=== spi_rx_fifo ===
### Clock wiring as the flow saved it, spi_rx_fifo

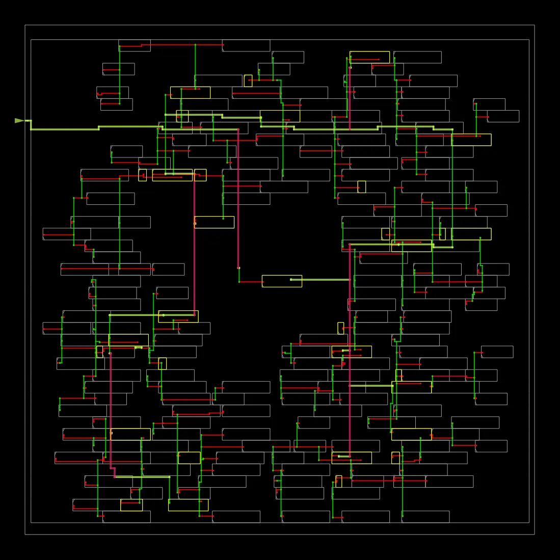

<file path="src/rtl/spi_rx_fifo.sv">
// rtl/spi_rx_fifo.sv - SPI receive frame FIFO with sticky overrun and status flags.
// Optional trailing-CRC frame check is built when SPI_RX_CRC_CHK_EN is defined.
module spi_rx_fifo #(
  parameter int DEPTH = 4,
  parameter int AW    = 2
) (
  input  logic          clk_rx,
  input  logic          spi_rx_rst,
  input  logic [1:0]    df,
  input  logic          crc_en,
  input  logic          rx_busy,
  input  logic [31:0]   spi_rx_data,
  input  logic          rx_crc_en,
  input  logic [31:0]   rx_crc_data_out,
  input  logic          rd_en,
  input  logic          ovr_clr,
  input  logic          crcerr_clr,
  output logic [31:0]   rd_data,
  output logic          rxne,
  output logic          full,
  output logic [AW:0]   level,
  output logic          ovr,
  output logic          crc_err,
  output logic          crc_done
);

  logic [31:0] mem [DEPTH];
  logic [AW-1:0] wr_ptr;
  logic [AW-1:0] rd_ptr;
  logic          busy_d;
  logic          frame_done;
  logic          data_frame;
  logic          wr_ok;
  logic          pop;
  logic          ovr_set;

  assign frame_done = busy_d & ~rx_busy;
  assign rxne       = (level != '0);
  assign full       = (level == (AW+1)'(DEPTH));
  assign pop        = rd_en & rxne;

`ifdef SPI_RX_CRC_CHK_EN
  logic        crc_frame;
  logic        crc_mismatch;
  logic [31:0] crc_mask;

  assign crc_frame  = frame_done & rx_crc_en & crc_en;
  assign data_frame = frame_done & ~rx_crc_en;

  always_comb begin
    crc_mask = 32'hFFFF_FFFF;
    case (df)
      2'b00:   crc_mask = 32'h0000_00FF;
      2'b01:   crc_mask = 32'h0000_FFFF;
      default: crc_mask = 32'hFFFF_FFFF;
    endcase
  end

  assign crc_mismatch = (((spi_rx_data ^ rx_crc_data_out) & crc_mask) != 32'h0);

  always_ff @(posedge clk_rx) begin
    if (spi_rx_rst) begin
      crc_err  <= 1'b0;
      crc_done <= 1'b0;
    end else begin
      crc_done <= crc_frame;
      // A mismatch in the same cycle as a clear keeps the flag set.
      if (crc_frame && crc_mismatch) begin
        crc_err <= 1'b1;
      end else if (crcerr_clr) begin
        crc_err <= 1'b0;
      end
    end
  end
`else
  logic unused_crc_inputs;

  // Without the checker every completed frame, CRC included, is data.
  assign data_frame        = frame_done;
  assign crc_err           = 1'b0;
  assign crc_done          = 1'b0;
  assign unused_crc_inputs = ^{df, crc_en, rx_crc_en, rx_crc_data_out, crcerr_clr};
`endif

  // A full FIFO still accepts a word when a pop frees a slot at the same edge.
  assign wr_ok   = data_frame & (~full | rd_en);
  assign ovr_set = data_frame & full & ~rd_en;

  always_ff @(posedge clk_rx) begin
    if (wr_ok) begin
      mem[wr_ptr] <= spi_rx_data;
    end
  end

  always_ff @(posedge clk_rx) begin
    if (spi_rx_rst) begin
      busy_d  <= 1'b0;
      wr_ptr  <= '0;
      rd_ptr  <= '0;
      level   <= '0;
      rd_data <= 32'h0;
      ovr     <= 1'b0;
    end else begin
      busy_d <= rx_busy;
      if (wr_ok) begin
        wr_ptr <= wr_ptr + 1'b1;
      end
      if (pop) begin
        rd_data <= mem[rd_ptr];
        rd_ptr  <= rd_ptr + 1'b1;
      end
      if (wr_ok && !pop) begin
        level <= level + 1'b1;
      end else if (pop && !wr_ok) begin
        level <= level - 1'b1;
      end
      if (ovr_set) begin
        ovr <= 1'b1;
      end else if (ovr_clr) begin
        ovr <= 1'b0;
      end
    end
  end

endmodule
</file>
<file path="config.mk">
export PLATFORM = sky130hd
export DESIGN_NAME = spi_rx_fifo
export DESIGN_NICKNAME = d
export VERILOG_FILES = /design/src/rtl/spi_rx_fifo.sv
export SDC_FILE = /design/constraint.sdc
export NUM_CORES = 1
export LEC_CHECK = 0
export CAP_MARGIN = 10
export CORE_UTILIZATION = 46
export CTS_CLUSTER_SIZE = 40
export DETAILED_ROUTE_END_ITERATION = 7
export PLACE_DENSITY = 0.83
export SYNTH_ARGS = -nofsm -noshare
export SYNTH_HDL_FRONTEND = slang
export SYNTH_SLANG_ARGS = --single-unit
</file>
<file path="constraint.sdc">
create_clock -name clk_rx -period 4.79 [get_ports clk_rx]
set_input_delay 0.479 -clock clk_rx [delete_from_list [all_inputs] [get_ports clk_rx]]
set_output_delay 0.479 -clock clk_rx [all_outputs]
set_load 0.01 [all_outputs]
</file>
=== updown_counter_mod ===
===== src/rtl/updown_counter_pkg.sv =====
// Shared constants and small helpers for the modulo up/down counter.
// Direction and boundary-mode encodings match the ud and sat input levels.
package updown_counter_pkg;

   localparam logic DIR_UP    = 1'b0;
   localparam logic DIR_DOWN  = 1'b1;
   localparam logic MODE_WRAP = 1'b0;
   localparam logic MODE_SAT  = 1'b1;

   // Sticky flag update: a set in the same cycle as a clear takes priority.
   function automatic logic sticky_next(input logic cur, input logic set, input logic clr);
      return set | (cur & ~clr);
   endfunction

endpackage


===== src/rtl/updown_counter_mod_next.sv =====
// Combinational next-state and boundary-event logic for updown_counter_mod.
// Arithmetic is carried one bit wider than q so MODULUS = 2**WIDTH wraps cleanly.
module updown_next
   import updown_counter_pkg::*;
#(
   parameter int              WIDTH   = 4,
   parameter longint unsigned MODULUS = 64'd1 << WIDTH
) (
   input  logic [WIDTH-1:0] q,
   input  logic             en,
   input  logic             ud,
   input  logic             sat,
   input  logic             load,
   input  logic [WIDTH-1:0] d,
   output logic [WIDTH-1:0] next_q,
   output logic             tc,
   output logic             wrap_evt,
   output logic             ovf_evt,
   output logic             unf_evt
);

   localparam logic [WIDTH:0] LAST = (WIDTH+1)'(MODULUS - 64'd1);
   localparam logic [WIDTH:0] ONE  = {{WIDTH{1'b0}}, 1'b1};
   localparam logic [WIDTH:0] ZERO = {(WIDTH+1){1'b0}};

   logic [WIDTH:0] q_ext_s;
   logic [WIDTH:0] d_ext_s;
   logic [WIDTH:0] sum_up_s;
   logic [WIDTH:0] diff_dn_s;
   logic           up_edge_s;
   logic           dn_edge_s;

   assign q_ext_s   = {1'b0, q};
   assign d_ext_s   = {1'b0, d};
   assign sum_up_s  = q_ext_s + ONE;
   assign diff_dn_s = q_ext_s - ONE;
   // The up boundary is reached when q+1 would leave the range; the down boundary when q-1 borrows.
   assign up_edge_s = (sum_up_s > LAST);
   assign dn_edge_s = diff_dn_s[WIDTH];

   // Terminal count looks only at q and the current direction.
   always_comb begin
      tc = 1'b0;
      if (ud == DIR_UP) begin
         tc = (q_ext_s == LAST);
      end else begin
         tc = (q_ext_s == ZERO);
      end
   end

   // Next count and boundary events; load has priority over counting.
   always_comb begin
      next_q   = q;
      wrap_evt = 1'b0;
      ovf_evt  = 1'b0;
      unf_evt  = 1'b0;
      if (load) begin
         if (d_ext_s > LAST) begin
            next_q = LAST[WIDTH-1:0];
         end else begin
            next_q = d;
         end
      end else if (en) begin
         if (ud == DIR_UP) begin
            if (up_edge_s) begin
               ovf_evt = 1'b1;
               if (sat == MODE_WRAP) begin
                  next_q   = ZERO[WIDTH-1:0];
                  wrap_evt = 1'b1;
               end else begin
                  next_q = q;
               end
            end else begin
               next_q = sum_up_s[WIDTH-1:0];
            end
         end else begin
            if (dn_edge_s) begin
               unf_evt = 1'b1;
               if (sat == MODE_WRAP) begin
                  next_q   = LAST[WIDTH-1:0];
                  wrap_evt = 1'b1;
               end else begin
                  next_q = q;
               end
            end else begin
               next_q = diff_dn_s[WIDTH-1:0];
            end
         end
      end else begin
         next_q = q;
      end
   end

endmodule


===== src/rtl/updown_counter_mod.sv =====
// Modulo-MODULUS up/down counter with load, wrap/saturate modes and sticky boundary flags.
// This level holds only the state registers; all next-state decisions live in updown_next.
module updown_counter_mod
   import updown_counter_pkg::*;
#(
   parameter int              WIDTH   = 4,
   parameter longint unsigned MODULUS = 64'd1 << WIDTH
) (
   input  logic             clk,
   input  logic             rst,
   input  logic             en,
   input  logic             ud,
   input  logic             sat,
   input  logic             load,
   input  logic [WIDTH-1:0] d,
   input  logic             clr_flags,
   output logic [WIDTH-1:0] q,
   output logic             tc,
   output logic             wrap,
   output logic             ovf_sticky,
   output logic             unf_sticky
);

   generate
      if ((WIDTH < 2) || (WIDTH > 32) || (MODULUS < 64'd2) || (MODULUS > (64'd1 << WIDTH))) begin : g_bad_params
         $error("updown_counter_mod: illegal WIDTH/MODULUS combination");
      end
   endgenerate

   logic [WIDTH-1:0] q_r;
   logic             wrap_r;
   logic             ovf_r;
   logic             unf_r;

   logic [WIDTH-1:0] next_q_s;
   logic             wrap_evt_s;
   logic             ovf_evt_s;
   logic             unf_evt_s;

   updown_next #(
      .WIDTH   (WIDTH),
      .MODULUS (MODULUS)
   ) u_next (
      .q        (q_r),
      .en       (en),
      .ud       (ud),
      .sat      (sat),
      .load     (load),
      .d        (d),
      .next_q   (next_q_s),
      .tc       (tc),
      .wrap_evt (wrap_evt_s),
      .ovf_evt  (ovf_evt_s),
      .unf_evt  (unf_evt_s)
   );

   // Count, wrap pulse and sticky flags; reset overrides every other control.
   always_ff @(posedge clk) begin
      if (rst) begin
         q_r    <= {WIDTH{1'b0}};
         wrap_r <= 1'b0;
         ovf_r  <= 1'b0;
         unf_r  <= 1'b0;
      end else begin
         q_r    <= next_q_s;
         wrap_r <= wrap_evt_s;
         ovf_r  <= sticky_next(ovf_r, ovf_evt_s, clr_flags);
         unf_r  <= sticky_next(unf_r, unf_evt_s, clr_flags);
      end
   end

   assign q          = q_r;
   assign wrap       = wrap_r;
   assign ovf_sticky = ovf_r;
   assign unf_sticky = unf_r;

endmodule


===== config.mk =====
export PLATFORM = sky130hd
export DESIGN_NAME = updown_counter_mod
export DESIGN_NICKNAME = d
export VERILOG_FILES = /design/src/rtl/updown_counter_pkg.sv /design/src/rtl/updown_counter_mod_next.sv /design/src/rtl/updown_counter_mod.sv
export SDC_FILE = /design/constraint.sdc
export NUM_CORES = 1
export LEC_CHECK = 0
export CORE_UTILIZATION = 43
export CTS_BUF_LIST = sky130_fd_sc_hd__clkbuf_8
export DETAILED_ROUTE_END_ITERATION = 7
export PLACE_DENSITY = 0.84
export RECOVER_POWER = 50
export SLEW_MARGIN = 15
export SYNTH_ARGS = -nofsm -noshare
export SYNTH_HDL_FRONTEND = slang
export SYNTH_SLANG_ARGS = --single-unit
export TNS_END_PERCENT = 1

===== constraint.sdc =====
create_clock -name clk -period 2.07 [get_ports clk]
set_input_delay 0.3105 -clock clk [delete_from_list [all_inputs] [get_ports clk]]
set_output_delay 0.3105 -clock clk [all_outputs]
set_load 0.1 [all_outputs]

### Wiring heat map, updown_counter_mod

8 x 8 tiles, from dark blue (low) to red (high), scaled to the fullest tile. Values are wire area over tile area, all layers added.
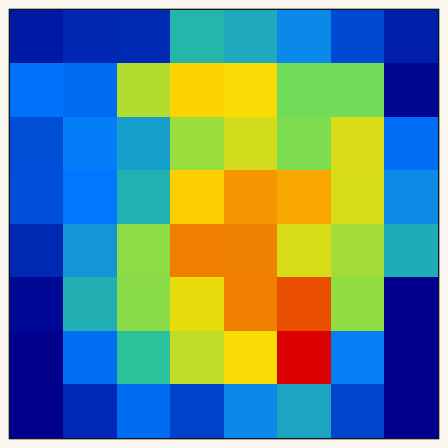
- nearly empty tiles: 11%
- densest ninth of the die: centre
- fullest tile: 0.48
- emptiest ninth of the die: south-west
- tiles over half the peak: 41%

==> run summary, updown_counter_mod <==
Status: complete, but fails checks
Failing checks: negative setup slack
Insertion delay at the late pin of the worst-skew pair: 0.24 ns
Max cap viols: 0
Final WS setup: -0.03952 ns
Metal3 WL: 88 um
Logic power comb: 0.288 mW
CTS hold repair buffers: 0
Hold-critical path depth: 2
Top pwr grp: combinational logic
Reg power frac: 26.2%
Grt ovf: 0
Final-stage net count: 124
Crit path depth: 7
CTS Buffer Depth: 2
Sw frac: 39.66%
Setup violators final: 1
updown_counter_mod: tightest hold or removal path: cells and delay by family (launching register included):
family           cells  cell delay, ns
DFF                  1            0.36
and+or+nand+nor      2            0.15
updown_counter_mod: placed cells by master, fill, tap and decap left out, drive strengths merged, types with 2 or more instances in the layout:
master,netlist,final
buf,1,12
nor2,10,10
clkdlybuf4s50,0,10
clkbuf,5,9
dfxtp,7,7
nor2b,6,6
inv,4,5
a21oi,4,4
nor3,4,4
nor4bb,4,4
ha,4,4
o211a,3,3
nor4,3,3
nand2,3,3
and2,2,2
o311ai,2,2
nand2b,2,2
a2111oi,2,2
o32ai,2,2
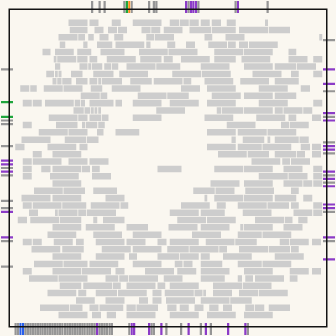
*Pin placement, spi_rx_fifo*
Pins as bars across the die edge, other pins in grey.
- blue: `df` (pins 2; direction input; edge south)
- green: `level` (pins 3; direction output; edge 2 west, 1 north)
- orange: `rd_en` (pins 1; direction input; edge north)
- purple: `rd_data` (pins 32; direction output; edge 13 east, 9 south, 5 north, 5 west)
- all pins by edge: 56 south, 22 east, 19 north, 17 west

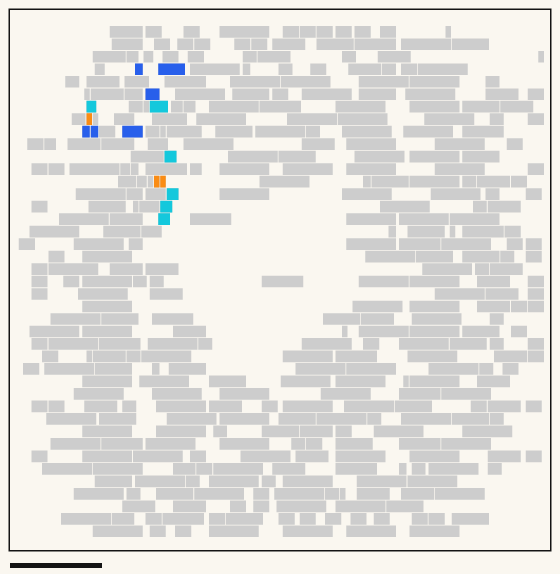
*Logic cells by family, spi_rx_fifo*
Bar = 20 um.
- cyan: AND and OR gates (cells 6; most used and2_2)
- blue: inverting AOI/OAI gates (cells 6; most used a21oi_1; where north-west)
- orange: inverters (cells 3; most used inv_1)

About 'Clock wiring as the flow saved it' of spi_rx_fifo:
Seq cells: 169
insertion delay at the late pin of the worst-skew pair: 0.42 ns
Num CTS Buffers: 17
Layout clock buffers: 22

==> run summary, spi_rx_fifo <==
Yosys stat area: 0.006150 sq mm
Worst setup path startpoint: rd_en
Hold WS: 0.4750 ns
Most frequent logic cell in the layout: edfxtp_1
Post-synth EDFFs: 128
Wire per inst: 18.93 um
Final hold vios: 0
CP bufs+invs: 2
Status: complete, no violations
MI comb area: 0.001366 sq mm
Chip Area: 0.01384 sq mm
Pwr per Cell Area: 499.9 mW/mm^2
DIE HEIGHT: 117.6 um
First-pass GRT wire length: 16,880 um
Layout cells sized above 1: 18.96%
Reg power frac: 47.7%
Maximum vdd drop: 0.2337 mV
Post-CTS sizing: 0
Die Width: 117.6 um
Comb_multi_in: 106
Pre-Place Util: 47.95%
Hold Path Sink: rd_data[24]$_SDFFE_PP0P_
Initial antenna violation count: 0
Synth logic family: multiplexers
Worst r2r src: level[0]$_SDFFE_PP0P_
Dpl cells: 525
Hold-critical path depth: 1
IO buf count: 74
Fin util: 58.67%
Setup WS pre-CTS: 1.865 ns
Seq share, synth: 75.85%
Avg Cell Area, Syn: 20.92 sq um
spi_rx_fifo: Yosys cell counts, types with 2 or more instances:
master      n
edfxtp_1  128
dfxtp_1    41
mux4_2     32
a22o_1     31
nor2_1      7
buf_6       6
clkbuf_1    5
ha_1        5
and2_1      4
xor2_1      4
buf_2       3
buf_4       3
inv_1       3
nand2b_1    3
a21oi_1     2
mux2i_1     2
spi_rx_fifo: routing by layer:
layer  track usage, %  share of wire, %
met1            20.19                43
met2            26.88                51
met3            4.748               3.6
met4            8.253               1.9
met5                0                 0

=== lvds_panel_sequencer_flat ===
### Sequential cells grouped by signal name, lvds_panel_sequencer_flat

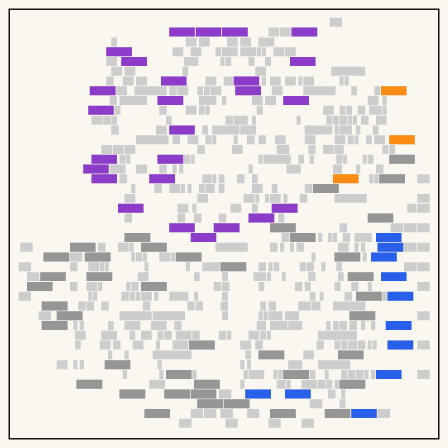

===== src/rtl/lvds_panel_sequencer_pkg.sv =====
// Shared definitions for the LVDS panel path.
//   seq_state_e : power-sequencer state encoding (3 bits, OFF = 0)
//   DEF_*       : default 1280x800 geometry and dwell times for a 72 MHz pixel clock
package lvds_pkg;

  typedef enum logic [2:0] {
    ST_OFF      = 3'd0,
    ST_VDD_UP   = 3'd1,
    ST_LVDS_UP  = 3'd2,
    ST_RUN      = 3'd3,
    ST_BL_DN    = 3'd4,
    ST_LVDS_DN  = 3'd5,
    ST_VDD_DN   = 3'd6,
    ST_OFF_HOLD = 3'd7
  } seq_state_e;

  localparam int unsigned DEF_H_ACTIVE   = 1280;
  localparam int unsigned DEF_V_ACTIVE   = 800;
  localparam int unsigned DEF_H_BLANK    = 50;
  localparam int unsigned DEF_V_BLANK    = 12;

  localparam int unsigned DEF_T_VDD_LVDS = 720000;    // 10 ms
  localparam int unsigned DEF_T_LVDS_BL  = 14400000;  // 200 ms
  localparam int unsigned DEF_T_BL_LVDS  = 720000;    // 10 ms
  localparam int unsigned DEF_T_LVDS_VDD = 720000;    // 10 ms
  localparam int unsigned DEF_T_OFF_MIN  = 36000000;  // 500 ms
  localparam int unsigned DEF_CNT_W      = 26;

endpackage


===== src/rtl/lvds_panel_sequencer_if.sv =====
// Panel-control and video-timing bundle of the LVDS panel sequencer.
//   panel_on                 : level request, 1 = panel up
//   vdd_en/lvds_en/bl_en     : power enables
//   hsync/vsync (active low), de, pix_x/pix_y, frame_start : raster timing
//   ready                    : panel fully up
// master = requester/consumer side, slave = sequencer side.
interface lvds_panel_sequencer_if;
  logic        panel_on;
  logic        vdd_en;
  logic        lvds_en;
  logic        bl_en;
  logic        hsync;
  logic        vsync;
  logic        de;
  logic [10:0] pix_x;
  logic [10:0] pix_y;
  logic        frame_start;
  logic        ready;

  modport master (
    output panel_on,
    input  vdd_en, lvds_en, bl_en, hsync, vsync, de, pix_x, pix_y, frame_start, ready
  );

  modport slave (
    input  panel_on,
    output vdd_en, lvds_en, bl_en, hsync, vsync, de, pix_x, pix_y, frame_start, ready
  );
endinterface


===== src/rtl/lvds_raster_gen.sv =====
// Raster timing generator: horizontal/vertical counters with registered
// sync/DE/pixel-position decode.
//   clk, rst_n        : pixel clock, synchronous active-low reset
//   run_i             : counters advance while 1, held at (0,0) while 0
//   frame_end_next_o  : counters sit one clock before the frame wrap
//   hsync_o, vsync_o  : active-low syncs
//   de_o, pix_x_o, pix_y_o, frame_start_o : aligned, one clock after the counters
module lvds_raster_gen #(
  parameter int unsigned H_ACTIVE = 1280,
  parameter int unsigned H_BLANK  = 50,
  parameter int unsigned V_ACTIVE = 800,
  parameter int unsigned V_BLANK  = 12
) (
  input  logic        clk,
  input  logic        rst_n,
  input  logic        run_i,
  output logic        frame_end_next_o,
  output logic        hsync_o,
  output logic        vsync_o,
  output logic        de_o,
  output logic        frame_start_o,
  output logic [10:0] pix_x_o,
  output logic [10:0] pix_y_o
);
  localparam logic [10:0] H_ACT      = 11'(H_ACTIVE);
  localparam logic [10:0] H_LAST     = 11'(H_ACTIVE + H_BLANK);
  localparam logic [10:0] H_SYNC_END = 11'(H_ACTIVE + H_BLANK / 2);
  localparam logic [10:0] V_ACT      = 11'(V_ACTIVE);
  localparam logic [10:0] V_LAST     = 11'(V_ACTIVE + V_BLANK);
  localparam logic [10:0] V_SYNC_END = 11'(V_ACTIVE + V_BLANK / 2);

  logic [10:0] hcnt_q, hcnt_d, vcnt_q, vcnt_d;
  logic [10:0] pix_x_q, pix_x_d, pix_y_q, pix_y_d;
  logic        hsync_q, hsync_d, vsync_q, vsync_d;
  logic        de_q, de_d, fs_q, fs_d;

  always_comb begin
    hcnt_d  = '0;
    vcnt_d  = '0;
    pix_x_d = '0;
    pix_y_d = '0;
    hsync_d = 1'b1;
    vsync_d = 1'b1;
    de_d    = 1'b0;
    fs_d    = 1'b0;
    if (run_i) begin
      hcnt_d = (hcnt_q == H_LAST) ? '0 : hcnt_q + 11'd1;
      vcnt_d = vcnt_q;
      if (hcnt_q == H_LAST) begin
        vcnt_d = (vcnt_q == V_LAST) ? '0 : vcnt_q + 11'd1;
      end
      de_d    = (hcnt_q < H_ACT) && (vcnt_q < V_ACT);
      hsync_d = !((hcnt_q > H_ACT) && (hcnt_q < H_SYNC_END));
      vsync_d = !((vcnt_q > V_ACT) && (vcnt_q < V_SYNC_END));
      fs_d    = (hcnt_q == '0) && (vcnt_q == '0);
      pix_x_d = hcnt_q;
      pix_y_d = vcnt_q;
    end
  end

  always_ff @(posedge clk) begin
    if (!rst_n) begin
      hcnt_q  <= '0;
      vcnt_q  <= '0;
      pix_x_q <= '0;
      pix_y_q <= '0;
      hsync_q <= 1'b1;
      vsync_q <= 1'b1;
      de_q    <= 1'b0;
      fs_q    <= 1'b0;
    end else begin
      hcnt_q  <= hcnt_d;
      vcnt_q  <= vcnt_d;
      pix_x_q <= pix_x_d;
      pix_y_q <= pix_y_d;
      hsync_q <= hsync_d;
      vsync_q <= vsync_d;
      de_q    <= de_d;
      fs_q    <= fs_d;
    end
  end

  // Flagged one clock early so the sequencer can drop the stream enable on
  // the very edge the counters wrap, before a new frame_start is issued.
  assign frame_end_next_o = (hcnt_q == H_LAST - 11'd1) && (vcnt_q == V_LAST);

  assign hsync_o       = hsync_q;
  assign vsync_o       = vsync_q;
  assign de_o          = de_q;
  assign frame_start_o = fs_q;
  assign pix_x_o       = pix_x_q;
  assign pix_y_o       = pix_y_q;
endmodule


===== src/rtl/lvds_panel_sequencer.sv =====
// LVDS panel power sequencer and video-timing scheduler.
// Steps the panel through VDD, LVDS stream and backlight with programmable
// dwells and gates the raster so it runs only while the stream is enabled.
//   clk, rst_n : pixel clock, synchronous active-low reset
//   pnl        : panel bundle (slave side) - panel_on in; enables, raster, ready out
module lvds_panel_sequencer
  import lvds_pkg::*;
#(
  parameter int unsigned H_ACTIVE   = DEF_H_ACTIVE,
  parameter int unsigned V_ACTIVE   = DEF_V_ACTIVE,
  parameter int unsigned H_BLANK    = DEF_H_BLANK,
  parameter int unsigned V_BLANK    = DEF_V_BLANK,
  parameter int unsigned T_VDD_LVDS = DEF_T_VDD_LVDS,
  parameter int unsigned T_LVDS_BL  = DEF_T_LVDS_BL,
  parameter int unsigned T_BL_LVDS  = DEF_T_BL_LVDS,
  parameter int unsigned T_LVDS_VDD = DEF_T_LVDS_VDD,
  parameter int unsigned T_OFF_MIN  = DEF_T_OFF_MIN,
  parameter int unsigned CNT_W      = DEF_CNT_W
) (
  input logic                  clk,
  input logic                  rst_n,
  lvds_panel_sequencer_if.slave pnl
);
  localparam logic [CNT_W-1:0] VDD_LVDS_LAST = CNT_W'(T_VDD_LVDS - 1);
  localparam logic [CNT_W-1:0] LVDS_BL_LAST  = CNT_W'(T_LVDS_BL - 1);
  localparam logic [CNT_W-1:0] BL_LVDS_LAST  = CNT_W'(T_BL_LVDS - 1);
  localparam logic [CNT_W-1:0] LVDS_VDD_LAST = CNT_W'(T_LVDS_VDD - 1);
  localparam logic [CNT_W-1:0] OFF_MIN_LAST  = CNT_W'(T_OFF_MIN - 1);

  seq_state_e       state_q, state_d;
  logic [CNT_W-1:0] dwell_q, dwell_d;
  logic             lvds_off_q, lvds_off_d;
  logic             vdd_en_q, vdd_en_d, lvds_en_q, lvds_en_d;
  logic             bl_en_q, bl_en_d, ready_q, ready_d;
  logic             frame_end_next;

  always_comb begin
    state_d    = state_q;
    dwell_d    = dwell_q + 1'b1;
    lvds_off_d = lvds_off_q;
    unique case (state_q)
      ST_OFF:      if (pnl.panel_on) state_d = ST_VDD_UP;
      ST_VDD_UP:   if (!pnl.panel_on)                 state_d = ST_VDD_DN;
                   else if (dwell_q == VDD_LVDS_LAST) state_d = ST_LVDS_UP;
      ST_LVDS_UP:  if (!pnl.panel_on)                 state_d = ST_LVDS_DN;
                   else if (dwell_q == LVDS_BL_LAST)  state_d = ST_RUN;
      ST_RUN:      if (!pnl.panel_on) state_d = ST_BL_DN;
      ST_BL_DN:    if (dwell_q == BL_LVDS_LAST) state_d = ST_LVDS_DN;
      // Two phases: wait for the frame wrap with the dwell held at zero,
      // then time T_LVDS_VDD from the clock the stream is switched off.
      ST_LVDS_DN: begin
        if (!lvds_off_q) begin
          dwell_d = '0;
          if (frame_end_next) lvds_off_d = 1'b1;
        end else if (dwell_q == LVDS_VDD_LAST) begin
          state_d = ST_VDD_DN;
        end
      end
      ST_VDD_DN:   state_d = ST_OFF_HOLD;
      ST_OFF_HOLD: if (dwell_q == OFF_MIN_LAST) state_d = ST_OFF;
      default:     state_d = ST_OFF_HOLD;
    endcase
    if (state_d != state_q) begin
      dwell_d    = '0;
      lvds_off_d = 1'b0;
    end

    vdd_en_d  = state_q inside {ST_VDD_UP, ST_LVDS_UP, ST_RUN, ST_BL_DN, ST_LVDS_DN};
    lvds_en_d = (state_q inside {ST_LVDS_UP, ST_RUN, ST_BL_DN}) ||
                ((state_q == ST_LVDS_DN) && !lvds_off_q);
    bl_en_d   = (state_q == ST_RUN);
    ready_d   = (state_q == ST_RUN);
  end

  always_ff @(posedge clk) begin
    if (!rst_n) begin
      state_q    <= ST_OFF_HOLD;
      dwell_q    <= '0;
      lvds_off_q <= 1'b0;
      vdd_en_q   <= 1'b0;
      lvds_en_q  <= 1'b0;
      bl_en_q    <= 1'b0;
      ready_q    <= 1'b0;
    end else begin
      state_q    <= state_d;
      dwell_q    <= dwell_d;
      lvds_off_q <= lvds_off_d;
      vdd_en_q   <= vdd_en_d;
      lvds_en_q  <= lvds_en_d;
      bl_en_q    <= bl_en_d;
      ready_q    <= ready_d;
    end
  end

  lvds_raster_gen #(
    .H_ACTIVE (H_ACTIVE),
    .H_BLANK  (H_BLANK),
    .V_ACTIVE (V_ACTIVE),
    .V_BLANK  (V_BLANK)
  ) u_raster (
    .clk              (clk),
    .rst_n            (rst_n),
    .run_i            (lvds_en_q),
    .frame_end_next_o (frame_end_next),
    .hsync_o          (pnl.hsync),
    .vsync_o          (pnl.vsync),
    .de_o             (pnl.de),
    .frame_start_o    (pnl.frame_start),
    .pix_x_o          (pnl.pix_x),
    .pix_y_o          (pnl.pix_y)
  );

  assign pnl.vdd_en  = vdd_en_q;
  assign pnl.lvds_en = lvds_en_q;
  assign pnl.bl_en   = bl_en_q;
  assign pnl.ready   = ready_q;
endmodule

===== src/flat_wrapper.sv =====
// flat-port wrapper written by rule: the top's interface ports become plain ports
module lvds_panel_sequencer_flat import lvds_pkg::*;
#(
  parameter int unsigned H_ACTIVE   = DEF_H_ACTIVE,
  parameter int unsigned V_ACTIVE   = DEF_V_ACTIVE,
  parameter int unsigned H_BLANK    = DEF_H_BLANK,
  parameter int unsigned V_BLANK    = DEF_V_BLANK,
  parameter int unsigned T_VDD_LVDS = DEF_T_VDD_LVDS,
  parameter int unsigned T_LVDS_BL  = DEF_T_LVDS_BL,
  parameter int unsigned T_BL_LVDS  = DEF_T_BL_LVDS,
  parameter int unsigned T_LVDS_VDD = DEF_T_LVDS_VDD,
  parameter int unsigned T_OFF_MIN  = DEF_T_OFF_MIN,
  parameter int unsigned CNT_W      = DEF_CNT_W
)
  (clk, rst_n, pnl_panel_on, pnl_vdd_en, pnl_lvds_en, pnl_bl_en, pnl_hsync, pnl_vsync, pnl_de, pnl_pix_x, pnl_pix_y, pnl_frame_start, pnl_ready);
  lvds_panel_sequencer_if pnl_i ();
  input logic clk;
  input logic rst_n;
  input wire logic [$bits(pnl_i.panel_on)-1:0] pnl_panel_on;
  output wire logic [$bits(pnl_i.vdd_en)-1:0] pnl_vdd_en;
  output wire logic [$bits(pnl_i.lvds_en)-1:0] pnl_lvds_en;
  output wire logic [$bits(pnl_i.bl_en)-1:0] pnl_bl_en;
  output wire logic [$bits(pnl_i.hsync)-1:0] pnl_hsync;
  output wire logic [$bits(pnl_i.vsync)-1:0] pnl_vsync;
  output wire logic [$bits(pnl_i.de)-1:0] pnl_de;
  output wire logic [$bits(pnl_i.pix_x)-1:0] pnl_pix_x;
  output wire logic [$bits(pnl_i.pix_y)-1:0] pnl_pix_y;
  output wire logic [$bits(pnl_i.frame_start)-1:0] pnl_frame_start;
  output wire logic [$bits(pnl_i.ready)-1:0] pnl_ready;
  assign pnl_i.panel_on = pnl_panel_on;
  assign pnl_vdd_en = pnl_i.vdd_en;
  assign pnl_lvds_en = pnl_i.lvds_en;
  assign pnl_bl_en = pnl_i.bl_en;
  assign pnl_hsync = pnl_i.hsync;
  assign pnl_vsync = pnl_i.vsync;
  assign pnl_de = pnl_i.de;
  assign pnl_pix_x = pnl_i.pix_x;
  assign pnl_pix_y = pnl_i.pix_y;
  assign pnl_frame_start = pnl_i.frame_start;
  assign pnl_ready = pnl_i.ready;
  lvds_panel_sequencer #(.H_ACTIVE(H_ACTIVE), .V_ACTIVE(V_ACTIVE), .H_BLANK(H_BLANK), .V_BLANK(V_BLANK), .T_VDD_LVDS(T_VDD_LVDS), .T_LVDS_BL(T_LVDS_BL), .T_BL_LVDS(T_BL_LVDS), .T_LVDS_VDD(T_LVDS_VDD), .T_OFF_MIN(T_OFF_MIN), .CNT_W(CNT_W)) u_core (.clk(clk), .rst_n(rst_n), .pnl(pnl_i));
endmodule

===== config.mk =====
export PLATFORM = sky130hd
export DESIGN_NAME = lvds_panel_sequencer_flat
export DESIGN_NICKNAME = d
export VERILOG_FILES = /design/src/rtl/lvds_panel_sequencer_pkg.sv /design/src/rtl/lvds_panel_sequencer_if.sv /design/src/rtl/lvds_raster_gen.sv /design/src/rtl/lvds_panel_sequencer.sv /design/src/flat_wrapper.sv
export SDC_FILE = /design/constraint.sdc
export NUM_CORES = 1
export LEC_CHECK = 0
export CELL_PAD_IN_SITES_DETAIL_PLACEMENT = 0
export CELL_PAD_IN_SITES_GLOBAL_PLACEMENT = 2
export CORE_MARGIN = 2
export CORE_UTILIZATION = 29
export CTS_BUF_LIST = sky130_fd_sc_hd__clkbuf_4 sky130_fd_sc_hd__clkbuf_8 sky130_fd_sc_hd__clkbuf_16
export DETAILED_ROUTE_END_ITERATION = 8
export GPL_TIMING_DRIVEN = 0
export PLACE_DENSITY = 0.7
export SLEW_MARGIN = 20
export SYNTH_ARGS = -nofsm -noshare
export SYNTH_HDL_FRONTEND = slang
export SYNTH_HIERARCHICAL = 1
export SYNTH_SLANG_ARGS = --single-unit

===== constraint.sdc =====
create_clock -name clk -period 5.8 [get_ports clk]
set_input_delay 1.16 -clock clk [delete_from_list [all_inputs] [get_ports clk]]
set_output_delay 1.16 -clock clk [all_outputs]
set_load 0.02 [all_outputs]

=== time_param_programmer ===
### src/rtl/time_param_programmer.sv
// Writes up to four 4-bit interval values into the controller's time-parameter store
// using a setup / held-strobe / recovery-gap handshake. Optional MIN_CLAMP_EN writes a latched 0 as 1.
module time_param_programmer #(
  parameter int SETUP_CYCLES = 2,
  parameter int HOLD_CYCLES  = 4,
  parameter int GAP_CYCLES   = 4
) (
  input  logic        clock,
  input  logic        Reset_n,
  input  logic        Start,
  input  logic [15:0] Values,
  input  logic [3:0]  Write_Mask,
  output logic        Busy,
  output logic        Done,
  output logic [1:0]  Time_Parameter,
  output logic [3:0]  Time_Value,
  output logic        Reprogram
);

  localparam int CNT_MAX = (SETUP_CYCLES > HOLD_CYCLES) ?
                           ((SETUP_CYCLES > GAP_CYCLES) ? SETUP_CYCLES : GAP_CYCLES) :
                           ((HOLD_CYCLES > GAP_CYCLES) ? HOLD_CYCLES : GAP_CYCLES);
  localparam int CNT_W = (CNT_MAX > 1) ? $clog2(CNT_MAX) : 1;

  localparam logic [CNT_W-1:0] SETUP_LD = CNT_W'(SETUP_CYCLES - 1);
  localparam logic [CNT_W-1:0] HOLD_LD  = CNT_W'(HOLD_CYCLES - 1);
  localparam logic [CNT_W-1:0] GAP_LD   = CNT_W'(GAP_CYCLES - 1);

  typedef enum logic [2:0] {
    IDLE,
    SETUP,
    STROBE,
    GAP,
    FINISH
  } state_t;

  state_t           state;
  logic [CNT_W-1:0] cnt;
  logic [15:0]      values_q;
  logic [3:0]       mask_q;
  logic [2:0]       first_set;
  logic [2:0]       next_set;

  // Lowest set mask bit at or above 'from'; MSB of the result flags that one was found.
  function automatic logic [2:0] find_set(input logic [3:0] mask, input logic [2:0] from);
    logic [2:0] r;
    r = '0;
    for (int i = 3; i >= 0; i--) begin
      if (mask[i] && (3'(i) >= from)) r = {1'b1, 2'(i)};
    end
    return r;
  endfunction

  function automatic logic [3:0] sel_value(input logic [15:0] vals, input logic [1:0] idx);
    logic [3:0] v;
    v = vals[{idx, 2'b00} +: 4];
`ifdef MIN_CLAMP_EN
    if (v == 4'd0) v = 4'd1;
`else
    v = v;
`endif
    return v;
  endfunction

  assign first_set = find_set(Write_Mask, 3'd0);
  assign next_set  = find_set(mask_q, {1'b0, Time_Parameter} + 3'd1);

  always_ff @(posedge clock or negedge Reset_n) begin
    if (!Reset_n) begin
      state          <= IDLE;
      cnt            <= '0;
      values_q       <= '0;
      mask_q         <= '0;
      Busy           <= 1'b0;
      Done           <= 1'b0;
      Time_Parameter <= '0;
      Time_Value     <= '0;
      Reprogram      <= 1'b0;
    end else begin
      case (state)
        IDLE: begin
          Done <= 1'b0;
          if (Start) begin
            values_q <= Values;
            mask_q   <= Write_Mask;
            if (first_set[2]) begin
              state          <= SETUP;
              Busy           <= 1'b1;
              cnt            <= SETUP_LD;
              Time_Parameter <= first_set[1:0];
              Time_Value     <= sel_value(Values, first_set[1:0]);
            end else begin
              state <= FINISH;
              Done  <= 1'b1;
            end
          end
        end
        SETUP: begin
          if (cnt == '0) begin
            state     <= STROBE;
            Reprogram <= 1'b1;
            cnt       <= HOLD_LD;
          end else begin
            cnt <= cnt - 1'b1;
          end
        end
        STROBE: begin
          if (cnt == '0) begin
            state     <= GAP;
            Reprogram <= 1'b0;
            cnt       <= GAP_LD;
          end else begin
            cnt <= cnt - 1'b1;
          end
        end
        GAP: begin
          // Data stays put through the gap; the next index is loaded only on entering SETUP.
          if (cnt == '0) begin
            if (next_set[2]) begin
              state          <= SETUP;
              cnt            <= SETUP_LD;
              Time_Parameter <= next_set[1:0];
              Time_Value     <= sel_value(values_q, next_set[1:0]);
            end else begin
              state <= FINISH;
              Busy  <= 1'b0;
              Done  <= 1'b1;
            end
          end else begin
            cnt <= cnt - 1'b1;
          end
        end
        FINISH: begin
          Done  <= 1'b0;
          state <= IDLE;
        end
        default: begin
          state     <= IDLE;
          Busy      <= 1'b0;
          Done      <= 1'b0;
          Reprogram <= 1'b0;
        end
      endcase
    end
  end

endmodule

### config.mk
export PLATFORM = sky130hd
export DESIGN_NAME = time_param_programmer
export DESIGN_NICKNAME = d
export VERILOG_FILES = /design/src/rtl/time_param_programmer.sv
export SDC_FILE = /design/constraint.sdc
export NUM_CORES = 1
export LEC_CHECK = 0
export ABC_AREA = 0
export CAP_MARGIN = 30
export CORE_UTILIZATION = 39
export CTS_CLUSTER_SIZE = 12
export DETAILED_ROUTE_END_ITERATION = 7
export PLACE_DENSITY = 0.64
export SKIP_LAST_GASP = 1
export SYNTH_ARGS = -nofsm -noshare
export SYNTH_HDL_FRONTEND = slang
export SYNTH_SLANG_ARGS = --single-unit
### constraint.sdc
create_clock -name clock -period 4.62 [get_ports clock]
set_input_delay 0.693 -clock clock [delete_from_list [all_inputs] [get_ports clock]]
set_output_delay 0.693 -clock clock [all_outputs]
set_load 0.02 [all_outputs]
=== br_cmp_pipe ===
File: src/rtl/br_cmp_pipe.sv
// Two-stage pipelined RV32I branch comparator with valid/ready handshakes and mispredict detection.
// Optional saturating statistics counters are compiled in when BR_CMP_STATS_EN is defined.
module br_cmp_pipe #(
    parameter int WIDTH  = 32,
    parameter int TAG_W  = 4,
    parameter int STAT_W = 16
) (
    input  logic              clk,
    input  logic              rst,
    input  logic              flush,
    input  logic              in_valid,
    output logic              in_ready,
    input  logic [2:0]        in_cmpop,
    input  logic [WIDTH-1:0]  in_a,
    input  logic [WIDTH-1:0]  in_b,
    input  logic              in_pred_taken,
    input  logic [TAG_W-1:0]  in_tag,
    output logic              out_valid,
    input  logic              out_ready,
    output logic              out_br_en,
    output logic              out_mispredict,
    output logic              out_illegal,
    output logic [TAG_W-1:0]  out_tag
`ifdef BR_CMP_STATS_EN
    ,
    input  logic              stat_clear,
    output logic [STAT_W-1:0] stat_br,
    output logic [STAT_W-1:0] stat_taken,
    output logic [STAT_W-1:0] stat_mispred
`endif
);

    // Returns {illegal, br_en}; reserved funct3 codes never take the branch.
    function automatic logic [1:0] f_resolve(input logic [2:0] op,
                                             input logic signed [WIDTH-1:0] a,
                                             input logic signed [WIDTH-1:0] b);
        logic br;
        logic ill;
        br  = 1'b0;
        ill = 1'b0;
        case (op)
            3'b000:  br = (a == b);
            3'b001:  br = (a != b);
            3'b100:  br = (a < b);
            3'b101:  br = !(a < b);
            3'b110:  br = ($unsigned(a) < $unsigned(b));
            3'b111:  br = !($unsigned(a) < $unsigned(b));
            default: ill = 1'b1;
        endcase
        return {ill, br};
    endfunction

    logic                     r_vld_p1;
    logic [2:0]               r_op_p1;
    logic signed [WIDTH-1:0]  r_a_p1;
    logic signed [WIDTH-1:0]  r_b_p1;
    logic                     r_pred_p1;
    logic [TAG_W-1:0]         r_tag_p1;

    logic                     r_vld_p2;
    logic                     r_br_en_p2;
    logic                     r_mis_p2;
    logic                     r_ill_p2;
    logic [TAG_W-1:0]         r_tag_p2;

    logic                     w_s2_load;
    logic                     w_accept;
    logic [1:0]               w_res_p1;
    logic                     w_mis_p1;

    assign w_s2_load = !r_vld_p2 || out_ready;
    assign in_ready  = !r_vld_p1 || w_s2_load;
    assign w_accept  = in_valid && in_ready;

    assign w_res_p1  = f_resolve(r_op_p1, r_a_p1, r_b_p1);
    assign w_mis_p1  = !w_res_p1[1] && (w_res_p1[0] != r_pred_p1);

    always_ff @(posedge clk) begin
        if (rst) begin
            r_vld_p1 <= 1'b0;
            r_vld_p2 <= 1'b0;
        end else if (flush) begin
            r_vld_p1 <= 1'b0;
            r_vld_p2 <= 1'b0;
        end else begin
            if (in_ready) begin
                r_vld_p1 <= in_valid;
            end
            if (w_s2_load) begin
                r_vld_p2 <= r_vld_p1;
            end
        end
    end

    // S1: capture operands on accept
    always_ff @(posedge clk) begin
        if (w_accept) begin
            r_op_p1   <= in_cmpop;
            r_a_p1    <= in_a;
            r_b_p1    <= in_b;
            r_pred_p1 <= in_pred_taken;
            r_tag_p1  <= in_tag;
        end
    end

    // S2: resolved result, held stable while stalled
    always_ff @(posedge clk) begin
        if (rst) begin
            r_br_en_p2 <= 1'b0;
            r_mis_p2   <= 1'b0;
            r_ill_p2   <= 1'b0;
            r_tag_p2   <= '0;
        end else if (w_s2_load && r_vld_p1) begin
            r_br_en_p2 <= w_res_p1[0];
            r_mis_p2   <= w_mis_p1;
            r_ill_p2   <= w_res_p1[1];
            r_tag_p2   <= r_tag_p1;
        end
    end

    assign out_valid      = r_vld_p2;
    assign out_br_en      = r_br_en_p2;
    assign out_mispredict = r_mis_p2;
    assign out_illegal    = r_ill_p2;
    assign out_tag        = r_tag_p2;

`ifdef BR_CMP_STATS_EN
    function automatic logic [STAT_W-1:0] f_sat_inc(input logic [STAT_W-1:0] cnt,
                                                    input logic en);
        if (!en || (cnt == {STAT_W{1'b1}})) begin
            return cnt;
        end
        return cnt + {{(STAT_W-1){1'b0}}, 1'b1};
    endfunction

    logic              w_deliver;
    logic [STAT_W-1:0] r_stat_br;
    logic [STAT_W-1:0] r_stat_taken;
    logic [STAT_W-1:0] r_stat_mis;

    assign w_deliver = r_vld_p2 && out_ready;

    always_ff @(posedge clk) begin
        if (rst || stat_clear) begin
            r_stat_br    <= '0;
            r_stat_taken <= '0;
            r_stat_mis   <= '0;
        end else if (w_deliver) begin
            r_stat_br    <= f_sat_inc(r_stat_br, !r_ill_p2);
            r_stat_taken <= f_sat_inc(r_stat_taken, r_br_en_p2);
            r_stat_mis   <= f_sat_inc(r_stat_mis, r_mis_p2);
        end
    end

    assign stat_br      = r_stat_br;
    assign stat_taken   = r_stat_taken;
    assign stat_mispred = r_stat_mis;
`endif

endmodule

File: config.mk
export PLATFORM = sky130hd
export DESIGN_NAME = br_cmp_pipe
export DESIGN_NICKNAME = d
export VERILOG_FILES = /design/src/rtl/br_cmp_pipe.sv
export SDC_FILE = /design/constraint.sdc
export NUM_CORES = 1
export LEC_CHECK = 0
export CORE_ASPECT_RATIO = 1.4
export CORE_UTILIZATION = 49
export DETAILED_ROUTE_END_ITERATION = 8
export HOLD_SLACK_MARGIN = 0.1
export PLACE_DENSITY = 0.83
export SETUP_SLACK_MARGIN = 0.4
export SLEW_MARGIN = 20
export SYNTH_ARGS = -nofsm -noshare
export SYNTH_HDL_FRONTEND = slang
export SYNTH_SLANG_ARGS = --single-unit
export TNS_END_PERCENT = 100
File: constraint.sdc
create_clock -name clk -period 3.2 [get_ports clk]
set_clock_uncertainty 0.15 [all_clocks]
set_input_delay 0.32 -clock clk [delete_from_list [all_inputs] [get_ports clk]]
set_output_delay 0.32 -clock clk [all_outputs]
set_load 0.005 [all_outputs]

==> gallery <==
Clock wiring as the flow saved it.
shot_01.png
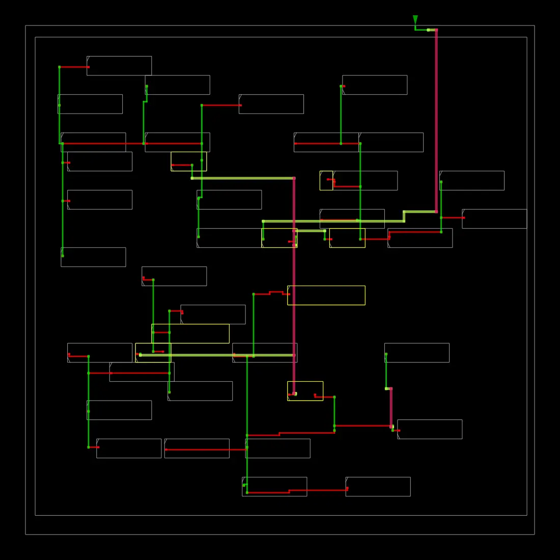
shot_02.png
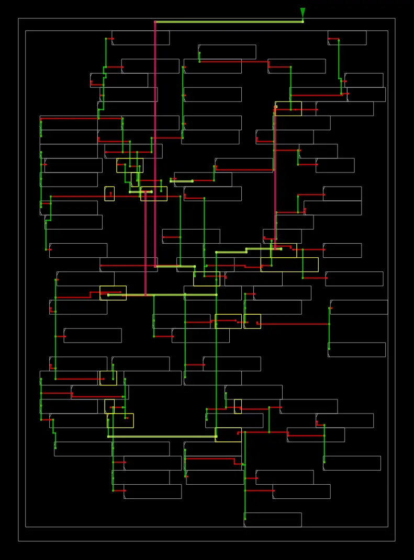
shot_03.png
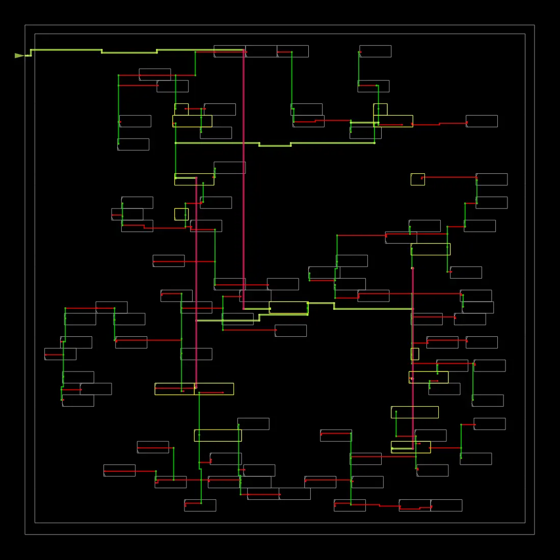
| from | picture |
|---|---|
| br_cmp_pipe | shot_02.png |
| lvds_panel_sequencer_flat | shot_03.png |
| time_param_programmer | shot_01.png |
Of these, fewest sequential cells: shot_01.png

### Logic cells by family, time_param_programmer

Bar = 20 um.
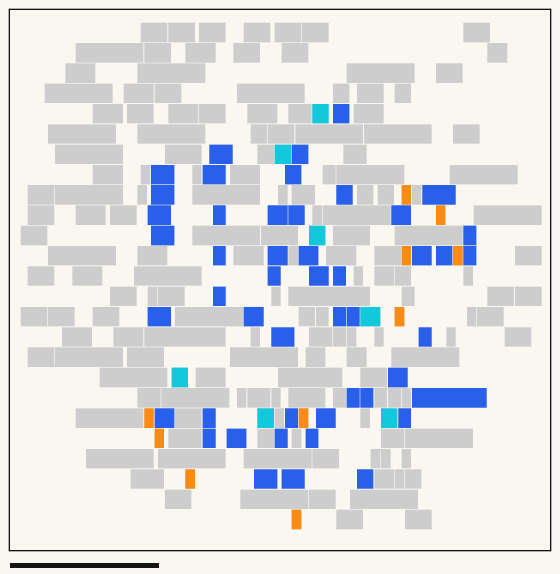
- orange: inverters (cells 10; most used inv_1)
- cyan: AND and OR gates (cells 7)
- blue: inverting AOI/OAI gates (cells 48; most used o21ai_0)

==> run summary, time_param_programmer <==
Status: complete, no violations
Crit path to: Time_Parameter[1]
Sw power: 0.6693 mW
Reg2Reg Depth: 4
Layout cells sized above 1: 14.48%
Logic power comb: 0.806 mW
CP bufs+invs: 1
Std cell rows: 25
Routed vias: 1,603
Buffers excl. clock: 33
Startpoint Class: flip-flop
Fillers: 464
Largest net degree at the start of global routing: 34
Hold crit path type: reg -> reg
Gate power share: 46.8%
Non-clock buffer share of cell area: 13.50%
GPL Wtd Cong: 0.8469
CTS Buffer Depth: 2
Final wirelength: 4628 um
Clock power share: 18.8%
Clk root buf: clkbuf_8
time_param_programmer: stage by stage:
step,cell area [sq um],power (mW),cells,hold WS [ns],util [%]
2_1_floorplan,1932,1.173,191,0.3974,-
3_5_place_dp,2276,1.395,280,0.4943,47.87
4_1_cts,2410,1.727,288,0.5114,50.68
6_report,2410,1.722,288,0.5056,50.68
5_1_grt,2410,1.851,288,0.5310,50.68
3_3_place_gp,2276,1.387,280,0.4871,47.87
time_param_programmer: registers in the layout, indices dropped and copies added (netlist names):
register        flops
cnt                 2
values_q           16
state               3
mask_q              3
Busy                1
Reprogram           1
Done                1
Time_Value          4
Time_Parameter      2
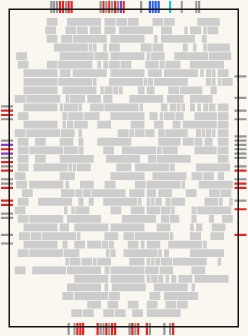
*Pin placement, br_cmp_pipe*
Pins as bars across the die edge, other pins in grey.
- purple: `in_cmpop` (pins 3; direction input; edge 2 west, 1 north)
- red: `in_a` (pins 32; direction input; edge 11 south, 8 west, 8 north, 5 east)
- blue: `in_tag` (pins 4; direction input; edge north)
- cyan: `out_mispredict` (pins 1; direction output; edge north)

==> run summary, br_cmp_pipe <==
Status: complete, no violations
Worst-path fanout max: 2
Crit path to: out_mispredict$_SDFFE_PP0P_
GPL Wtd Cong: 0.7912
Largest net degree at the start of global routing: 73
Core Region: 0.006613 sq mm
Clock buf/inv share: 4.161%
Hold Path Sink: out_tag[3]$_SDFFE_PP0P_
R2R setup slack: 0.54 ns
Worst-Margin Slew: 0.8884 ns
Area leader, netlist: edfxtp_1
Worst R2R End: out_mispredict$_SDFFE_PP0P_
Final hold vios: 0
Cell count after synthesis: 236
Most frequent cell after synthesis: edfxtp_1
Comb_multi_in: 119
Yosys stat area: 0.003382 sq mm
Hold-critical path depth: 2
Post-CTS sizing: 0
Final WS setup: 0.5429 ns
Std cell rows: 35
CTS sink cnt: 81
CTS hold repair buffers: 0
Clk slew on worst S/H paths: 0.09 ns
Slew headroom: 40.77%
Non-Clock Inverter Count: 33
Routed vias: 2,111
WP data required: 3.28 ns
Most frequent logic cell in the layout: clkdlybuf4s50_1
Sequential cell power: 1.23 mW
Post-synth cell types: 34
Post-CTS repair timing setup buffer count: 0
Crit end category: flip-flop
Internal power: 1.711 mW
Detail Route Antenna Nets: 0
br_cmp_pipe: worst max-delay path, cell delays in order (launching register included):
cell      delay (ns)
edfxtp_1        0.40
ha_1            0.33
a21oi_1         0.17
o21a_1          0.13
nor2_1          0.04
o31a_1          0.29
or4_1           0.50
a31oi_1         0.26
mux2i_1         0.21
nand2_1         0.06
br_cmp_pipe: routing by layer:
metal	vias to the layer above	track usage, %	routed length [um]
li1	1050	-	-
met3	16	4.518	256
met2	72	30.98	3255
met1	973	18.42	2126
met5	-	0	0
met4	0	12.82	237
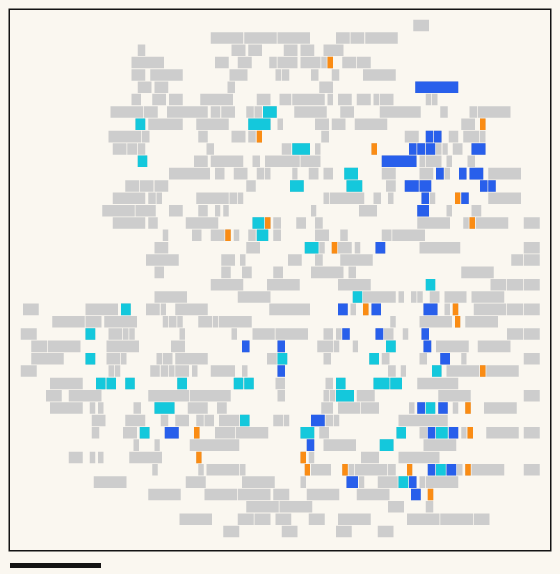
*Logic cells by family, lvds_panel_sequencer_flat*
Bar = 20 um.
- cyan: AND and OR gates (cells 40; most used and3_1)
- blue: inverting AOI/OAI gates (cells 42; most used a21oi_1)
- orange: inverters (cells 23; most used inv_1)

## Picture notes: 'Sequential cells grouped by signal name' of lvds_panel_sequencer_flat
- orange: `u_core/state_q` (sequential cells 3)
- purple: `u_core/dwell_q` (sequential cells 26)
- blue: `u_core/u_raster/pix_y_o` (sequential cells 11)
- not coloured: 41

==> run summary, lvds_panel_sequencer_flat <==
Worst path cell trace: clkdlybuf4s50_1, nor2b_1, a21oi_1, a21oi_1, o21ai_0, buf_2, nor4_1
Buffers excl. clock: 57
Initial antenna violation count: 0
Post-synth area hogs: dfxtp_1 (42%), xnor2_1 (6.2%), nor2_1 (3.5%)
Critical-path top delay cell: o21ai_0
Avg Cell Area, Syn: 9.093 sq um
Status: complete, no violations
Layout clock buffers: 9
Seq cells: 81
Most frequent logic cell in the layout: dfxtp_1
Fin util: 35.94%
Logic power comb: 0.0140 mW
Worst Clk Skew: 0.005882 ns
Post-CTS sizing: 0
Max incr delay on CP: 0.59 ns
Pwr per Cell Area: 254.7 mW/mm^2
Reg2Reg Depth: 6
Core Region: 0.01309 sq mm
Maximum vdd drop: 0.1386 mV
IO buf count: 32
Most common logic cells in the final layout: dfxtp_1 (81), nor2_1 (36), nand2_1 (34)
Met1 usage: 20.73%
Grt met3 use: 3.784%
Worst r2r src: u_core/dwell_q[17]$_SDFF_PP0_
Hpwl dp: 6749 um
Setup violators final: 0
Boundary Pins: 33
Detail Route Antenna Nets: 0
Synth logic family: simple AND/OR/NAND/NOR gates
Adder Share, Synth: 2.282%
Metal3 WL: 379 um
Routed vias: 3,154
RSZ-0062 raised after global routing: no
Slew headroom: 51.77%
F_max: 343.9 MHz
Flops after synth: 81
Crit path time final: 2.907 ns
Top cells by count: dfxtp_1 (81), nor2_1 (36), nand2_1 (34)
Placement Cell Area: 0.004378 sq mm
Max cap viols: 0
Cell type taking the most area: multi-input combinational cells
Met2 wire len: 4007 um
-- lvds_panel_sequencer_flat: how the worst min path moves through the flow --
stage	end	slack (ns)	depth (start not counted)
floorplan	u_core/u_raster/hsync_o$_SDFF_PN1_	0.45	1
global placement	u_core/u_raster/hcnt_q[0]$_SDFF_PP0_	0.50	1
detailed placement	u_core/u_raster/hsync_o$_SDFF_PN1_	0.52	1
CTS	u_core/u_raster/hcnt_q[0]$_SDFF_PP0_	0.53	1
global route	u_core/dwell_q[0]$_SDFF_PP0_	0.55	1
finish	u_core/u_raster/hcnt_q[0]$_SDFF_PP0_	0.52	1


## Gallery

Sequential cells grouped by signal name.
image #1
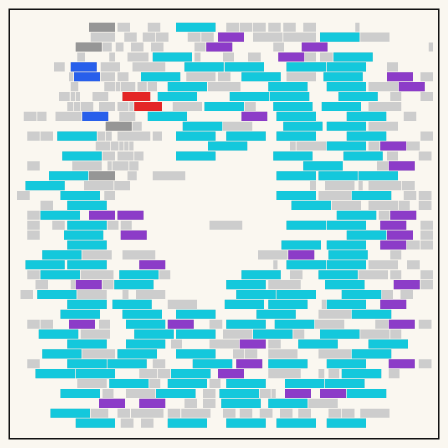
image #2
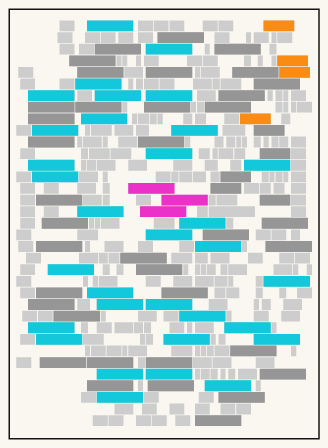
image #3
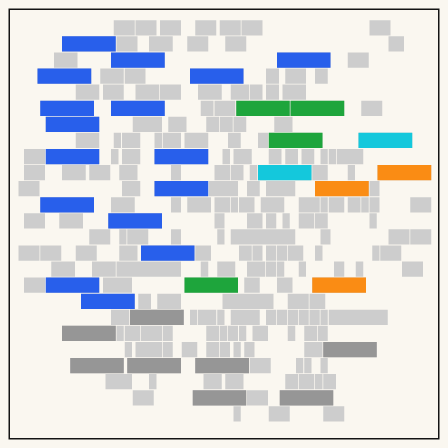
image #2: br_cmp_pipe
image #3: time_param_programmer
image #1: spi_rx_fifo

Key to image #3:
- green: `Time_Value` (sequential cells 4)
- blue: `values_q` (sequential cells 16)
- cyan: `Time_Parameter` (sequential cells 2)
- orange: `mask_q` (sequential cells 3)
- not coloured: 8

No activity file was given, so power comes from the tool's default toggle rates.
